######## block 1 ########
Figure 1. Routed clock nets over the placement (block 1).
The bar under the picture is 20 microns long.
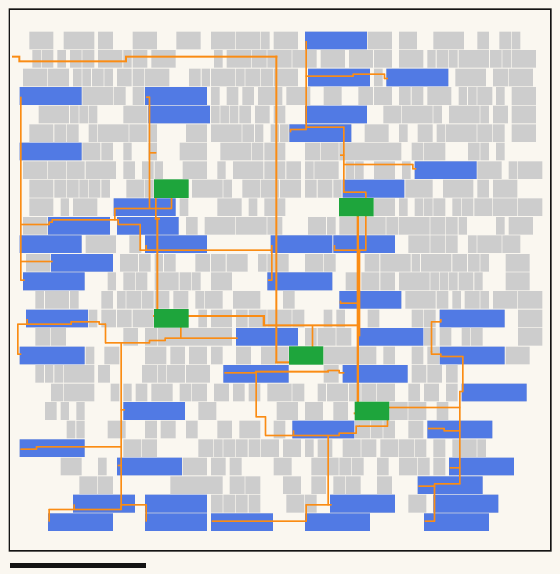

## config.mk

```make
export PLATFORM = sky130hd
export DESIGN_NAME = countdown_timer
export DESIGN_NICKNAME = d
export VERILOG_FILES = /design/src/rtl/countdown_timer_pkg.sv /design/src/rtl/countdown_timer_tick_divider.sv /design/src/rtl/countdown_timer.sv
export SDC_FILE = /design/constraint.sdc
export NUM_CORES = 1
export LEC_CHECK = 0
export CORE_UTILIZATION = 59
export CTS_CLUSTER_SIZE = 20
export DETAILED_ROUTE_END_ITERATION = 6
export PLACE_DENSITY = 0.86
export SYNTH_ARGS = -nofsm -noshare
export SYNTH_HDL_FRONTEND = slang
export SYNTH_SLANG_ARGS = --single-unit
```

## constraint.sdc

```tcl
create_clock -name ClockIn -period 3.5 [get_ports ClockIn]
set_input_delay 0.525 -clock ClockIn [delete_from_list [all_inputs] [get_ports ClockIn]]
set_output_delay 0.525 -clock ClockIn [all_outputs]
set_load 0.01 [all_outputs]
```

## src/rtl/countdown_timer_pkg.sv

```systemverilog
// Shared types, 7-segment patterns and BCD helpers for the MM:SS countdown timer.
package countdown_timer_pkg;

    typedef enum logic [1:0] {
        ST_IDLE  = 2'd0,
        ST_RUN   = 2'd1,
        ST_PAUSE = 2'd2,
        ST_DONE  = 2'd3
    } state_t;

    typedef struct packed {
        logic [3:0] m1;
        logic [3:0] m0;
        logic [3:0] s1;
        logic [3:0] s0;
    } bcd_time_t;

    // Active-low segments ordered {g,f,e,d,c,b,a}
    localparam logic [6:0] SEG_0     = 7'b1000000;
    localparam logic [6:0] SEG_1     = 7'b1111001;
    localparam logic [6:0] SEG_2     = 7'b0100100;
    localparam logic [6:0] SEG_3     = 7'b0110000;
    localparam logic [6:0] SEG_4     = 7'b0011001;
    localparam logic [6:0] SEG_5     = 7'b0010010;
    localparam logic [6:0] SEG_6     = 7'b0000010;
    localparam logic [6:0] SEG_7     = 7'b1111000;
    localparam logic [6:0] SEG_8     = 7'b0000000;
    localparam logic [6:0] SEG_9     = 7'b0010000;
    localparam logic [6:0] SEG_BLANK = 7'b1111111;

    function automatic logic [6:0] seg7(input logic [3:0] digit);
        logic [6:0] seg;
        case (digit)
            4'd0:    seg = SEG_0;
            4'd1:    seg = SEG_1;
            4'd2:    seg = SEG_2;
            4'd3:    seg = SEG_3;
            4'd4:    seg = SEG_4;
            4'd5:    seg = SEG_5;
            4'd6:    seg = SEG_6;
            4'd7:    seg = SEG_7;
            4'd8:    seg = SEG_8;
            4'd9:    seg = SEG_9;
            default: seg = SEG_BLANK;
        endcase
        return seg;
    endfunction

    function automatic logic [3:0] clamp_digit(input logic [3:0] digit, input logic [3:0] limit);
        return (digit > limit) ? limit : digit;
    endfunction

    function automatic bcd_time_t sanitize(input logic [7:0] mins, input logic [7:0] secs);
        bcd_time_t t;
        t.m1 = clamp_digit(mins[7:4], 4'd9);
        t.m0 = clamp_digit(mins[3:0], 4'd9);
        t.s1 = clamp_digit(secs[7:4], 4'd5);
        t.s0 = clamp_digit(secs[3:0], 4'd9);
        return t;
    endfunction

    // Caller guarantees a non-zero time, so the borrow chain never underflows M1
    function automatic bcd_time_t bcd_decrement(input bcd_time_t t);
        bcd_time_t n;
        n = t;
        if (t.s0 != 4'd0) begin
            n.s0 = t.s0 - 4'd1;
        end else begin
            n.s0 = 4'd9;
            if (t.s1 != 4'd0) begin
                n.s1 = t.s1 - 4'd1;
            end else begin
                n.s1 = 4'd5;
                if (t.m0 != 4'd0) begin
                    n.m0 = t.m0 - 4'd1;
                end else begin
                    n.m0 = 4'd9;
                    n.m1 = t.m1 - 4'd1;
                end
            end
        end
        return n;
    endfunction

endpackage

```

## src/rtl/countdown_timer_tick_divider.sv

```systemverilog
// One-second tick generator: down-counter that pulses Tick on terminal count.
module countdown_timer_tick_divider #(
    parameter int CLOCK_FREQUENCY = 50000000
) (
    input  logic ClockIn,
    input  logic Reset,
    input  logic Clear,
    input  logic En,
    output logic Tick
);

    localparam int W = $clog2(CLOCK_FREQUENCY);
    localparam logic [W-1:0] TERM = W'(CLOCK_FREQUENCY - 1);

    logic [W-1:0] r_count;

    assign Tick = En && (r_count == '0);

    // Counting down from TERM gives a tick exactly CLOCK_FREQUENCY enabled cycles after a clear
    always_ff @(posedge ClockIn or posedge Reset) begin
        if (Reset) begin
            r_count <= TERM;
        end else if (Clear) begin
            r_count <= TERM;
        end else if (En) begin
            r_count <= (r_count == '0) ? TERM : r_count - 1'b1;
        end
    end

endmodule

```

## src/rtl/countdown_timer.sv

```systemverilog
// MM:SS game countdown timer with 1 Hz decrement, pause/resume and four 7-seg digits.
//   state    | meaning
//   ST_IDLE  | loaded value shown, waiting for Start
//   ST_RUN   | divider enabled, decrement on each tick
//   ST_PAUSE | count and partial second frozen
//   ST_DONE  | reached 00:00, only Load or Reset leave
module countdown_timer
    import countdown_timer_pkg::*;
#(
    parameter int CLOCK_FREQUENCY = 50000000
) (
    input  logic       ClockIn,
    input  logic       Reset,
    input  logic       Load,
    input  logic [7:0] LoadMin,
    input  logic [7:0] LoadSec,
    input  logic       Start,
    input  logic       Pause,
    output logic       Running,
    output logic       Expired,
    output logic       ExpiredPulse,
    output logic [6:0] hex0,
    output logic [6:0] hex1,
    output logic [6:0] hex2,
    output logic [6:0] hex3
);

    state_t    r_state;
    state_t    w_state_next;
    bcd_time_t r_time;
    bcd_time_t w_time_next;
    logic      w_tick;
    logic      w_clear;
    logic      w_div_en;
    logic      w_time_zero;
    logic      w_time_one;

    assign w_div_en    = (r_state == ST_RUN);
    assign w_time_zero = (r_time == 16'h0000);
    assign w_time_one  = (r_time == 16'h0001);

    countdown_timer_tick_divider #(
        .CLOCK_FREQUENCY(CLOCK_FREQUENCY)
    ) u_tick_divider (
        .ClockIn(ClockIn),
        .Reset  (Reset),
        .Clear  (w_clear),
        .En     (w_div_en),
        .Tick   (w_tick)
    );

    // Load beats Pause beats Start in every state
    always_comb begin
        w_state_next = r_state;
        w_time_next  = r_time;
        w_clear      = 1'b0;
        if (Load) begin
            w_state_next = ST_IDLE;
            w_time_next  = sanitize(LoadMin, LoadSec);
            w_clear      = 1'b1;
        end else begin
            case (r_state)
                ST_IDLE: begin
                    if (!Pause && Start && !w_time_zero) begin
                        w_state_next = ST_RUN;
                        w_clear      = 1'b1;
                    end
                end
                ST_RUN: begin
                    if (Pause) begin
                        w_state_next = ST_PAUSE;
                    end else if (w_tick) begin
                        w_time_next = bcd_decrement(r_time);
                        if (w_time_one) begin
                            w_state_next = ST_DONE;
                        end
                    end
                end
                ST_PAUSE: begin
                    if (!Pause && Start) begin
                        w_state_next = ST_RUN;
                    end
                end
                ST_DONE: begin
                    w_state_next = ST_DONE;
                end
                default: begin
                    w_state_next = ST_IDLE;
                end
            endcase
        end
    end

    always_ff @(posedge ClockIn or posedge Reset) begin
        if (Reset) begin
            r_state      <= ST_IDLE;
            r_time       <= '0;
            Running      <= 1'b0;
            Expired      <= 1'b0;
            ExpiredPulse <= 1'b0;
        end else begin
            r_state      <= w_state_next;
            r_time       <= w_time_next;
            Running      <= (w_state_next == ST_RUN);
            Expired      <= (w_state_next == ST_DONE);
            ExpiredPulse <= (r_state == ST_RUN) && (w_state_next == ST_DONE);
        end
    end

    assign hex0 = seg7(r_time.s0);
    assign hex1 = seg7(r_time.s1);
    assign hex2 = seg7(r_time.m0);
    assign hex3 = seg7(r_time.m1);

endmodule

```

######## block 2 ########
**src/rtl/lib_switch_onehot_rr.sv**
```systemverilog
// Purpose : NxM crossbar; each output has its own round-robin arbiter feeding a registered output word.
// Latency : 1 cycle from o_ack of an input to o_valid of the selected output.
// Backpr. : output j accepts a new word only when empty or drained this cycle (!o_valid[j] || i_en[j]);
//           a stalled output holds data, valid and pointer, and acks nobody.
//
// Ports
//   clk            rising-edge clock
//   reset          asynchronous, active-high reset
//   i_data[i]      input word of input i
//   i_valid[i]     input i presents a word
//   i_dest[i][j]   one-hot (or zero) output request of input i; bit j selects output j
//   o_ack[i]       combinational accept of input i's word this cycle
//   o_data[j]      registered output word of output j
//   o_valid[j]     registered output valid of output j
//   i_en[j]        downstream consumes output j on a cycle with o_valid[j] && i_en[j]
//   o_conflict_cnt per-output saturating count of contended grants
//
// Build option
//   LIB_SWITCH_CONFLICT_STATS_EN : when defined, o_conflict_cnt[j] counts edges on which
//   output j granted while two or more inputs requested it (saturating, cleared only by
//   reset). When undefined, no counter registers exist and o_conflict_cnt reads 0.

module lib_switch_onehot_rr #(
    parameter int N      = 4,
    parameter int M      = 4,
    parameter int DATA_W = 32,
    parameter int CNT_W  = 16
) (
    input  logic                        clk,
    input  logic                        reset,
    input  logic [0:N-1][DATA_W-1:0]    i_data,
    input  logic [0:N-1]                i_valid,
    input  logic [0:N-1][0:M-1]         i_dest,
    output logic [0:N-1]                o_ack,
    output logic [0:M-1][DATA_W-1:0]    o_data,
    output logic [0:M-1]                o_valid,
    input  logic [0:M-1]                i_en,
    output logic [0:M-1][CNT_W-1:0]     o_conflict_cnt
);

    localparam int PTR_W = (N > 1) ? $clog2(N) : 1;

    // ------------------------------------------------------------------
    // Helpers
    // ------------------------------------------------------------------

    // Advance an input index by one, wrapping from N-1 back to 0. Works for
    // non-power-of-two N, where plain binary overflow would not wrap correctly.
    function automatic logic [PTR_W-1:0] f_wrap_inc(input logic [PTR_W-1:0] p);
        logic [PTR_W-1:0] r;
        if (p == PTR_W'(N - 1)) begin
            r = '0;
        end else begin
            r = p + PTR_W'(1);
        end
        return r;
    endfunction

    // Round-robin search starting at ptr. Returns {found, index}. The candidate
    // walks ptr, ptr+1, ... with wrap, and the first requester found wins.
    function automatic logic [PTR_W:0] f_arb(
        input logic [0:N-1]       req,
        input logic [PTR_W-1:0]   ptr
    );
        logic [PTR_W-1:0] cand;
        logic [PTR_W-1:0] win;
        logic             found;
        cand  = ptr;
        win   = '0;
        found = 1'b0;
        for (int k = 0; k < N; k++) begin
            if (!found && req[cand]) begin
                found = 1'b1;
                win   = cand;
            end
            cand = f_wrap_inc(cand);
        end
        return {found, win};
    endfunction

    // ------------------------------------------------------------------
    // State
    // ------------------------------------------------------------------
    logic [0:M-1][DATA_W-1:0]  r_data;
    logic [0:M-1]              r_valid;
    logic [0:M-1][PTR_W-1:0]   r_ptr;

    // ------------------------------------------------------------------
    // Request matrix and load condition
    // ------------------------------------------------------------------
    logic [0:M-1][0:N-1]       w_req;       // w_req[j][i]: input i wants output j
    logic [0:M-1]              w_load_ok;   // output j can take a word this cycle
    logic [0:M-1]              w_gnt_vld;
    logic [0:M-1][PTR_W-1:0]   w_gnt_idx;

    always_comb begin
        w_req = '0;
        for (int j = 0; j < M; j++) begin
            for (int i = 0; i < N; i++) begin
                w_req[j][i] = i_valid[i] && i_dest[i][j];
            end
        end
    end

    // Loading while the old word is being consumed keeps full throughput.
    assign w_load_ok = ~r_valid | i_en;

    // ------------------------------------------------------------------
    // Per-output arbitration. Gating with reset keeps o_ack low while the
    // registers are held clear, since an empty output would otherwise grant.
    // ------------------------------------------------------------------
    always_comb begin
        logic [PTR_W:0] arb;
        w_gnt_vld = '0;
        w_gnt_idx = '0;
        arb       = '0;
        for (int j = 0; j < M; j++) begin
            arb = f_arb(w_req[j], r_ptr[j]);
            if (w_load_ok[j] && !reset) begin
                w_gnt_vld[j] = arb[PTR_W];
                w_gnt_idx[j] = arb[PTR_W-1:0];
            end
        end
    end

    // An input is acked if any output granted it. With a legal one-hot
    // request only one output can; a multi-hot request may collect several,
    // each output still loading that word at most once.
    always_comb begin
        o_ack = '0;
        for (int j = 0; j < M; j++) begin
            if (w_gnt_vld[j]) begin
                o_ack[w_gnt_idx[j]] = 1'b1;
            end
        end
    end

    // ------------------------------------------------------------------
    // Output registers and round-robin pointers
    // ------------------------------------------------------------------
    always_ff @(posedge clk or posedge reset) begin
        if (reset) begin
            r_data  <= '0;
            r_valid <= '0;
            r_ptr   <= '0;
        end else begin
            for (int j = 0; j < M; j++) begin
                if (w_gnt_vld[j]) begin
                    r_data[j]  <= i_data[w_gnt_idx[j]];
                    r_valid[j] <= 1'b1;
                    // Winner moves to lowest priority on this output.
                    r_ptr[j]   <= f_wrap_inc(w_gnt_idx[j]);
                end else if (w_load_ok[j]) begin
                    // Drained (or already empty) with nothing to load: data is held.
                    r_valid[j] <= 1'b0;
                end
                // Stalled outputs hold everything.
            end
        end
    end

    assign o_data  = r_data;
    assign o_valid = r_valid;

    // ------------------------------------------------------------------
    // Optional contention statistics
    // ------------------------------------------------------------------
`ifdef LIB_SWITCH_CONFLICT_STATS_EN

    // True when two or more bits of req are set.
    function automatic logic f_multi(input logic [0:N-1] req);
        logic seen_one;
        logic seen_two;
        seen_one = 1'b0;
        seen_two = 1'b0;
        for (int i = 0; i < N; i++) begin
            if (req[i]) begin
                if (seen_one) begin
                    seen_two = 1'b1;
                end
                seen_one = 1'b1;
            end
        end
        return seen_two;
    endfunction

    logic [0:M-1]              w_multi;
    logic [0:M-1][CNT_W-1:0]   r_cnt;

    always_comb begin
        w_multi = '0;
        for (int j = 0; j < M; j++) begin
            w_multi[j] = f_multi(w_req[j]);
        end
    end

    always_ff @(posedge clk or posedge reset) begin
        if (reset) begin
            r_cnt <= '0;
        end else begin
            for (int j = 0; j < M; j++) begin
                // Saturate rather than wrap so a long run never reads as quiet.
                if (w_gnt_vld[j] && w_multi[j] && (r_cnt[j] != {CNT_W{1'b1}})) begin
                    r_cnt[j] <= r_cnt[j] + CNT_W'(1);
                end
            end
        end
    end

    assign o_conflict_cnt = r_cnt;

`else

    assign o_conflict_cnt = '0;

`endif

endmodule

```
**config.mk**
```make
export PLATFORM = sky130hd
export DESIGN_NAME = lib_switch_onehot_rr
export DESIGN_NICKNAME = d
export VERILOG_FILES = /design/src/rtl/lib_switch_onehot_rr.sv
export SDC_FILE = /design/constraint.sdc
export NUM_CORES = 1
export LEC_CHECK = 0
export CORE_UTILIZATION = 25
export DETAILED_ROUTE_END_ITERATION = 10
export DONT_BUFFER_PORTS = 1
export PLACE_DENSITY_LB_ADDON = 0.1
export SYNTH_ARGS = -nofsm -noshare
export SYNTH_HDL_FRONTEND = slang
export SYNTH_SLANG_ARGS = --single-unit
export TNS_END_PERCENT = 10
```
**constraint.sdc**
```tcl
create_clock -name clk -period 8.3 [get_ports clk]
set_input_delay 0.83 -clock clk [delete_from_list [all_inputs] [get_ports clk]]
set_output_delay 0.83 -clock clk [all_outputs]
set_load 0.01 [all_outputs]
```
######## block 3 ########
<file path="src/rtl/shift_pipe_unit.sv">
// Two-stage pipelined RV32 shift unit (SLL/SRL/SRA) built around a left-only barrel shifter.
// Right shifts bit-reverse the operand in S1, shift left, then reverse back and sign-fill.
module shift_pipe_unit #(
  parameter int unsigned TAG_W = 4
) (
  input  logic             clk,
  input  logic             rst_n,
  input  logic             flush,
  input  logic             req_valid,
  output logic             req_ready,
  input  logic [1:0]       req_op,
  input  logic [31:0]      req_a,
  input  logic [4:0]       req_shamt,
  input  logic [TAG_W-1:0] req_tag,
  output logic             rsp_valid,
  input  logic             rsp_ready,
  output logic [31:0]      rsp_data,
  output logic [TAG_W-1:0] rsp_tag,
  output logic             rsp_err,
  output logic             busy
);

  localparam logic [1:0] OpSll = 2'b00;
  localparam logic [1:0] OpSrl = 2'b01;
  localparam logic [1:0] OpSra = 2'b10;

  function automatic logic [31:0] bit_rev(input logic [31:0] v);
    logic [31:0] r;
    for (int i = 0; i < 32; i++) begin
      r[i] = v[31-i];
    end
    return r;
  endfunction

  // S1 state
  logic             s1_valid_q, s1_valid_d;
  logic [31:0]      s1_a_q, s1_a_d;
  logic [4:0]       s1_shamt_q, s1_shamt_d;
  logic [1:0]       s1_op_q, s1_op_d;
  logic [TAG_W-1:0] s1_tag_q, s1_tag_d;

  // S2 state
  logic             s2_valid_q, s2_valid_d;
  logic [31:0]      s2_data_q, s2_data_d;
  logic [TAG_W-1:0] s2_tag_q, s2_tag_d;
  logic             s2_err_q, s2_err_d;

  logic s2_free;
  logic s1_adv;
  logic req_acc;

  assign s2_free   = !s2_valid_q || rsp_ready;
  assign s1_adv    = s1_valid_q && s2_free;
  assign req_ready = (!s1_valid_q || s1_adv) && !flush;
  assign req_acc   = req_valid && req_ready;

  // Zero-filling left barrel shifter, one mux level per shamt bit.
  logic [31:0] stg [6];
  assign stg[0] = s1_a_q;

  for (genvar k = 0; k < 5; k++) begin : g_shift
    localparam int Sh = 1 << k;
    assign stg[k+1] = s1_shamt_q[k] ? {stg[k][31-Sh:0], {Sh{1'b0}}} : stg[k];
  end

  logic [31:0] shl;
  logic [31:0] shl_rev;
  logic [31:0] fill_mask;

  assign shl       = stg[5];
  assign shl_rev   = bit_rev(shl);
  assign fill_mask = bit_rev(~(32'hFFFF_FFFF << s1_shamt_q));

  // S1 next state: pre-reverse operands of right shifts.
  always_comb begin
    s1_valid_d = s1_valid_q;
    s1_a_d     = s1_a_q;
    s1_shamt_d = s1_shamt_q;
    s1_op_d    = s1_op_q;
    s1_tag_d   = s1_tag_q;
    if (flush) begin
      s1_valid_d = 1'b0;
    end else if (req_ready) begin
      s1_valid_d = req_valid;
      if (req_valid) begin
        s1_a_d     = (req_op == OpSrl || req_op == OpSra) ? bit_rev(req_a) : req_a;
        s1_shamt_d = req_shamt;
        s1_op_d    = req_op;
        s1_tag_d   = req_tag;
      end
    end
  end

  // S2 next state. The original sign bit sits at s1_a_q[0] after reversal.
  always_comb begin
    s2_valid_d = s2_valid_q;
    s2_data_d  = s2_data_q;
    s2_tag_d   = s2_tag_q;
    s2_err_d   = s2_err_q;
    if (flush) begin
      s2_valid_d = 1'b0;
    end else if (s2_free) begin
      s2_valid_d = s1_valid_q;
      if (s1_valid_q) begin
        s2_tag_d = s1_tag_q;
        s2_err_d = 1'b0;
        unique case (s1_op_q)
          OpSll:   s2_data_d = shl;
          OpSrl:   s2_data_d = shl_rev;
          OpSra:   s2_data_d = shl_rev | (s1_a_q[0] ? fill_mask : 32'h0);
          default: begin
            s2_data_d = 32'h0;
            s2_err_d  = 1'b1;
          end
        endcase
      end
    end
  end

  always_ff @(posedge clk or negedge rst_n) begin
    if (!rst_n) begin
      s1_valid_q <= 1'b0;
      s1_a_q     <= '0;
      s1_shamt_q <= '0;
      s1_op_q    <= '0;
      s1_tag_q   <= '0;
      s2_valid_q <= 1'b0;
      s2_data_q  <= '0;
      s2_tag_q   <= '0;
      s2_err_q   <= 1'b0;
    end else begin
      s1_valid_q <= s1_valid_d;
      s1_a_q     <= s1_a_d;
      s1_shamt_q <= s1_shamt_d;
      s1_op_q    <= s1_op_d;
      s1_tag_q   <= s1_tag_d;
      s2_valid_q <= s2_valid_d;
      s2_data_q  <= s2_data_d;
      s2_tag_q   <= s2_tag_d;
      s2_err_q   <= s2_err_d;
    end
  end

  assign rsp_valid = s2_valid_q;
  assign rsp_data  = s2_data_q;
  assign rsp_tag   = s2_tag_q;
  assign rsp_err   = s2_err_q;
  assign busy      = s1_valid_q || s2_valid_q;

endmodule

</file>
<file path="config.mk">
export PLATFORM = sky130hd
export DESIGN_NAME = shift_pipe_unit
export DESIGN_NICKNAME = d
export VERILOG_FILES = /design/src/rtl/shift_pipe_unit.sv
export SDC_FILE = /design/constraint.sdc
export NUM_CORES = 1
export LEC_CHECK = 0
export CAP_MARGIN = 25
export CORE_MARGIN = 3
export CORE_UTILIZATION = 50
export DETAILED_ROUTE_END_ITERATION = 8
export PLACE_DENSITY = 0.74
export SYNTH_ARGS = -nofsm -noshare
export SYNTH_HDL_FRONTEND = slang
export SYNTH_SLANG_ARGS = --single-unit
</file>
<file path="constraint.sdc">
create_clock -name clk -period 3 [get_ports clk]
set_input_delay 0.75 -clock clk [delete_from_list [all_inputs] [get_ports clk]]
set_output_delay 0.75 -clock clk [all_outputs]
set_load 0.01 [all_outputs]
</file>

==> screenshots <==
Placement by cell class.
(a)
The bar under the picture is 20 microns long.
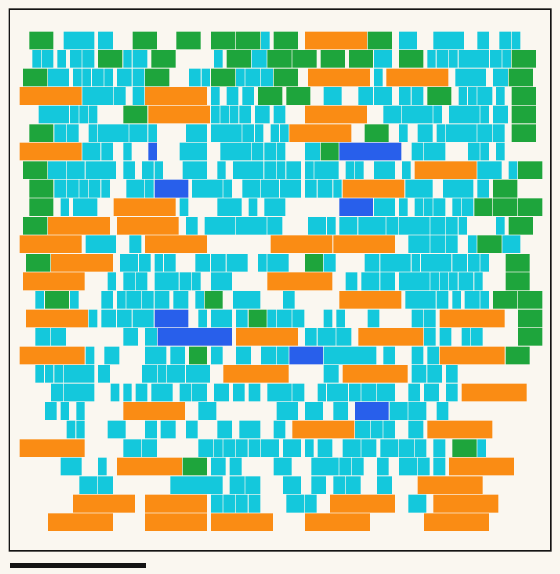
(b)
The bar under the picture is 50 microns long.
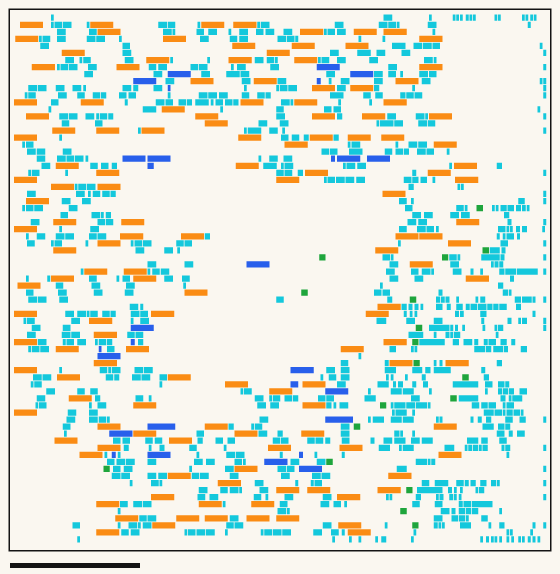
(c)
The bar under the picture is 20 microns long.
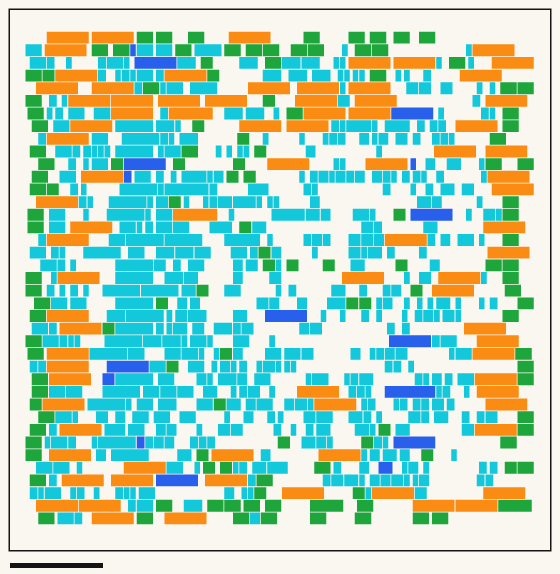
The one with the fewest cells is (a).
- (b) = block 2
- (c) = block 3
- (a) = block 1

Figure 2. Power grid (block 3).
Pins as bars on the die edge.
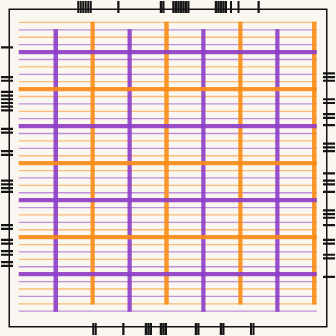
[purple] VSS
[orange] VDD
met4 straps: 8
signal pins: 88
met5 straps: 7
Die X: 116.1 microns
core footprint: 11,610 sq um
peak supply drop: 0.3798 mV
chip height: 116.1 microns

==> impl_metrics.yaml, block 3 <==
# generated from flow reports
status:
  outcome: "complete, no violations"
setup_path:
  path_buffers: 2
  arrival_ps: 2110
sta:
  fin_skew_ps: 12.08
  timing.slew.headroom_pct: 44.90
  rsz0062_at_grt: "no"
  hold_viol: 0
logic_synthesis:
  topCellsByArea: "dfrtp_1 (34%), mux2i_1 (10%), mux4_2 (8.5%), nand2_1 (6.6%), o21ai_0 (5.1%)"
  ff_type: "dfrtp_1"
  simple_gate_area_share_pct: 15.21
  synthXorXnorAreaFrac_pct: 0.2890
final_layout:
  synthToLayoutAreaGrowth_pct: 23.35
  layout_top_cells: "nand2_1 (105), clkdlybuf4s50_1 (86), dfrtp_1 (80), mux2i_1 (63), o21ai_0 (62)"
global_routing:
  antenna_found_initial: 0
  grt_pass1_wl_microns: 31710
cts:
  cts-htree-levels: 3
  insertion_delay_ps: 360
  post_cts_buffers: 0
flow_run:
  openroad.warnings: 26
  drv_cap: 0
pwr:
  p_sw_mw: 1.950
die:
  fp-row-count: 39
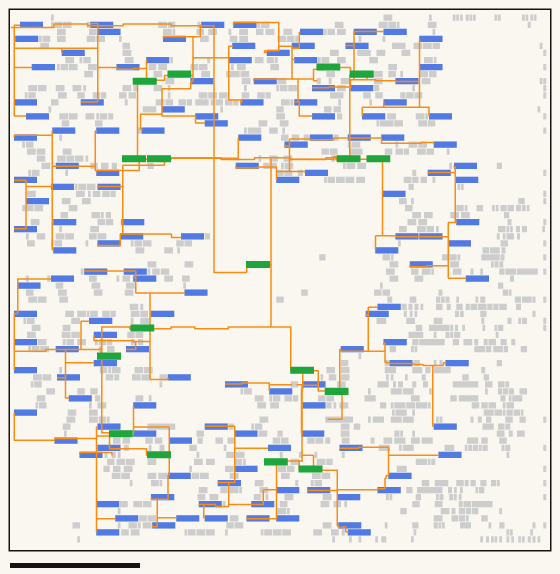
Figure 3: block 2, routed clock nets over the placement.
The bar under the picture is 50 microns long.
[green] cells driving clock nets | count: 17
[orange] clock wires | length: 2,730 microns
[blue] flip-flops | count: 140
flops lie: spread over the die
clock power share: 15.0%
Worst Skew: 11.61 ps
Clock net power: 0.755 mW
Latency at later pin: 440 ps

==> impl_metrics.yaml, block 2 <==
# generated from flow reports
die:
  fp.coreArea_sq_um: 41950
global_routing:
  use_met2_pct: 31.50
  top_usage_layer: "met2"
  antenna_found_initial: 0
  grt_max_degree: 73
sta:
  layout_setup_ws_ps: 2526
setup_path:
  cp_top_family: "AND-OR/OR-AND gates"
final_layout:
  nets: 1218
  layout_top_cells: "mux2i_1 (224), nand2_1 (140), dfrtp_1 (140), o221ai_1 (85), conb_1 (64)"
logic_synthesis:
  yosys_cells: 1093
  syn_avg_cell_area_sq_um: 9.738
  top_cell: "mux2i_1"
  top_area_cell: "dfrtp_1"
detailed_routing:
  wl_met1_microns: 18360
  wl_microns: 42470
  met3RoutedLength_microns: 3054
  routed-wl-met2_microns: 20250
status:
  outcome: "complete, no violations"
worst_hold_path:
  min_path_type: "in -> async"
placed_design:
  placed_cell_area_sq_um: 10780
pwr:
  power_leader: "combinational logic"
cts:
  clock-sinks: 140
  cts-htree-levels: 4
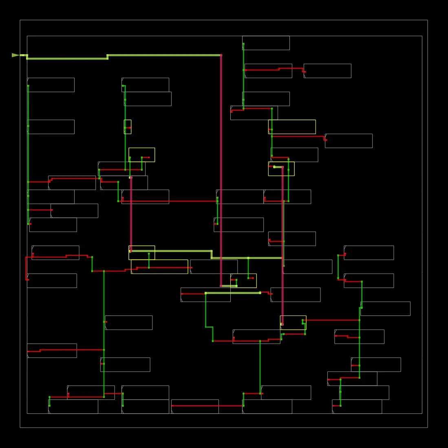
Figure 4: block 1, clock routing.
Layout clock buffers: 7
Worst Skew: 11.48 ps
cts bufs inserted: 5
Clock net power: 0.448 mW

Notes on Figure 1 above:
[orange] clock wires | length: 625 microns
[blue] flip-flops | count: 47
[green] cells driving clock nets | count: 5
routed clock nets: 6
Latency at later pin: 310 ps
clock power share: 19.8%

==> impl_metrics.yaml, block 1 <==
# generated from flow reports
status:
  outcome: "complete, no violations"
die:
  die_y_microns: 79.27
detailed_routing:
  ant_nets: 0
  wl_met1_microns: 4123
  met3RoutedLength_microns: 623
worst_hold_path:
  min_path_cells: 2
final_layout:
  logic_gate_count: 343
  logic_area_sq_um: 2160
  layout.cells.most_common: "clkdlybuf4s50_1"
  regMostFlops: "u_tick_divider.r_count"
setup_path:
  reg2reg_depth: 7
logic_synthesis:
  synth_top_area_share_pct: 20.60
sta:
  fin_crit_ps: 2709
  timing.slew.headroom_pct: 34.54
  hold_slack_ps: 528.3
  worstMarginPinSlew_ps: 980.5
pwr:
  p_sw_mw: 0.8479
  comb-power_mw: 1.09


==> screenshots <==
Metal layers overlaid.
Only two layers are drawn.
picture 1
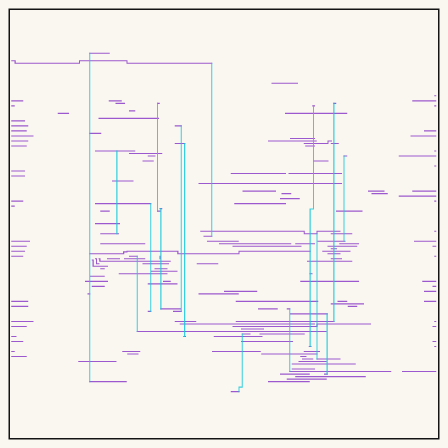
picture 2
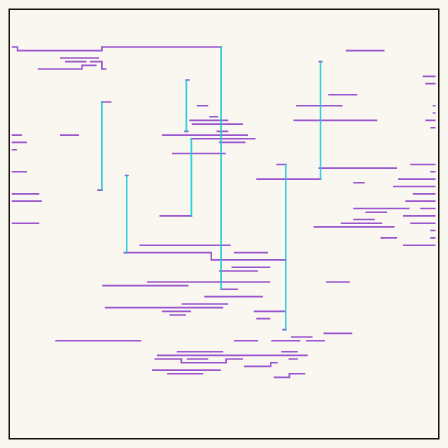
picture 3
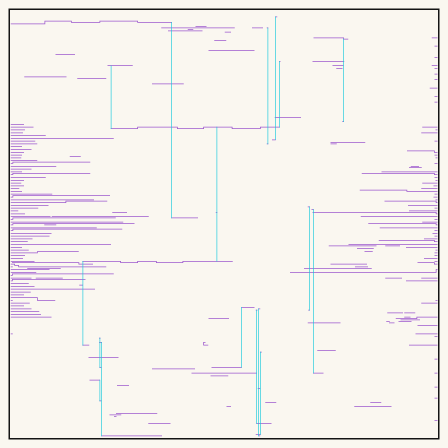
The one with the most wire is picture 3.
The one with the least wire is picture 2.
- picture 1 = block 3
- picture 2 = block 1
- picture 3 = block 2

Power and IR drop assume default switching activity.
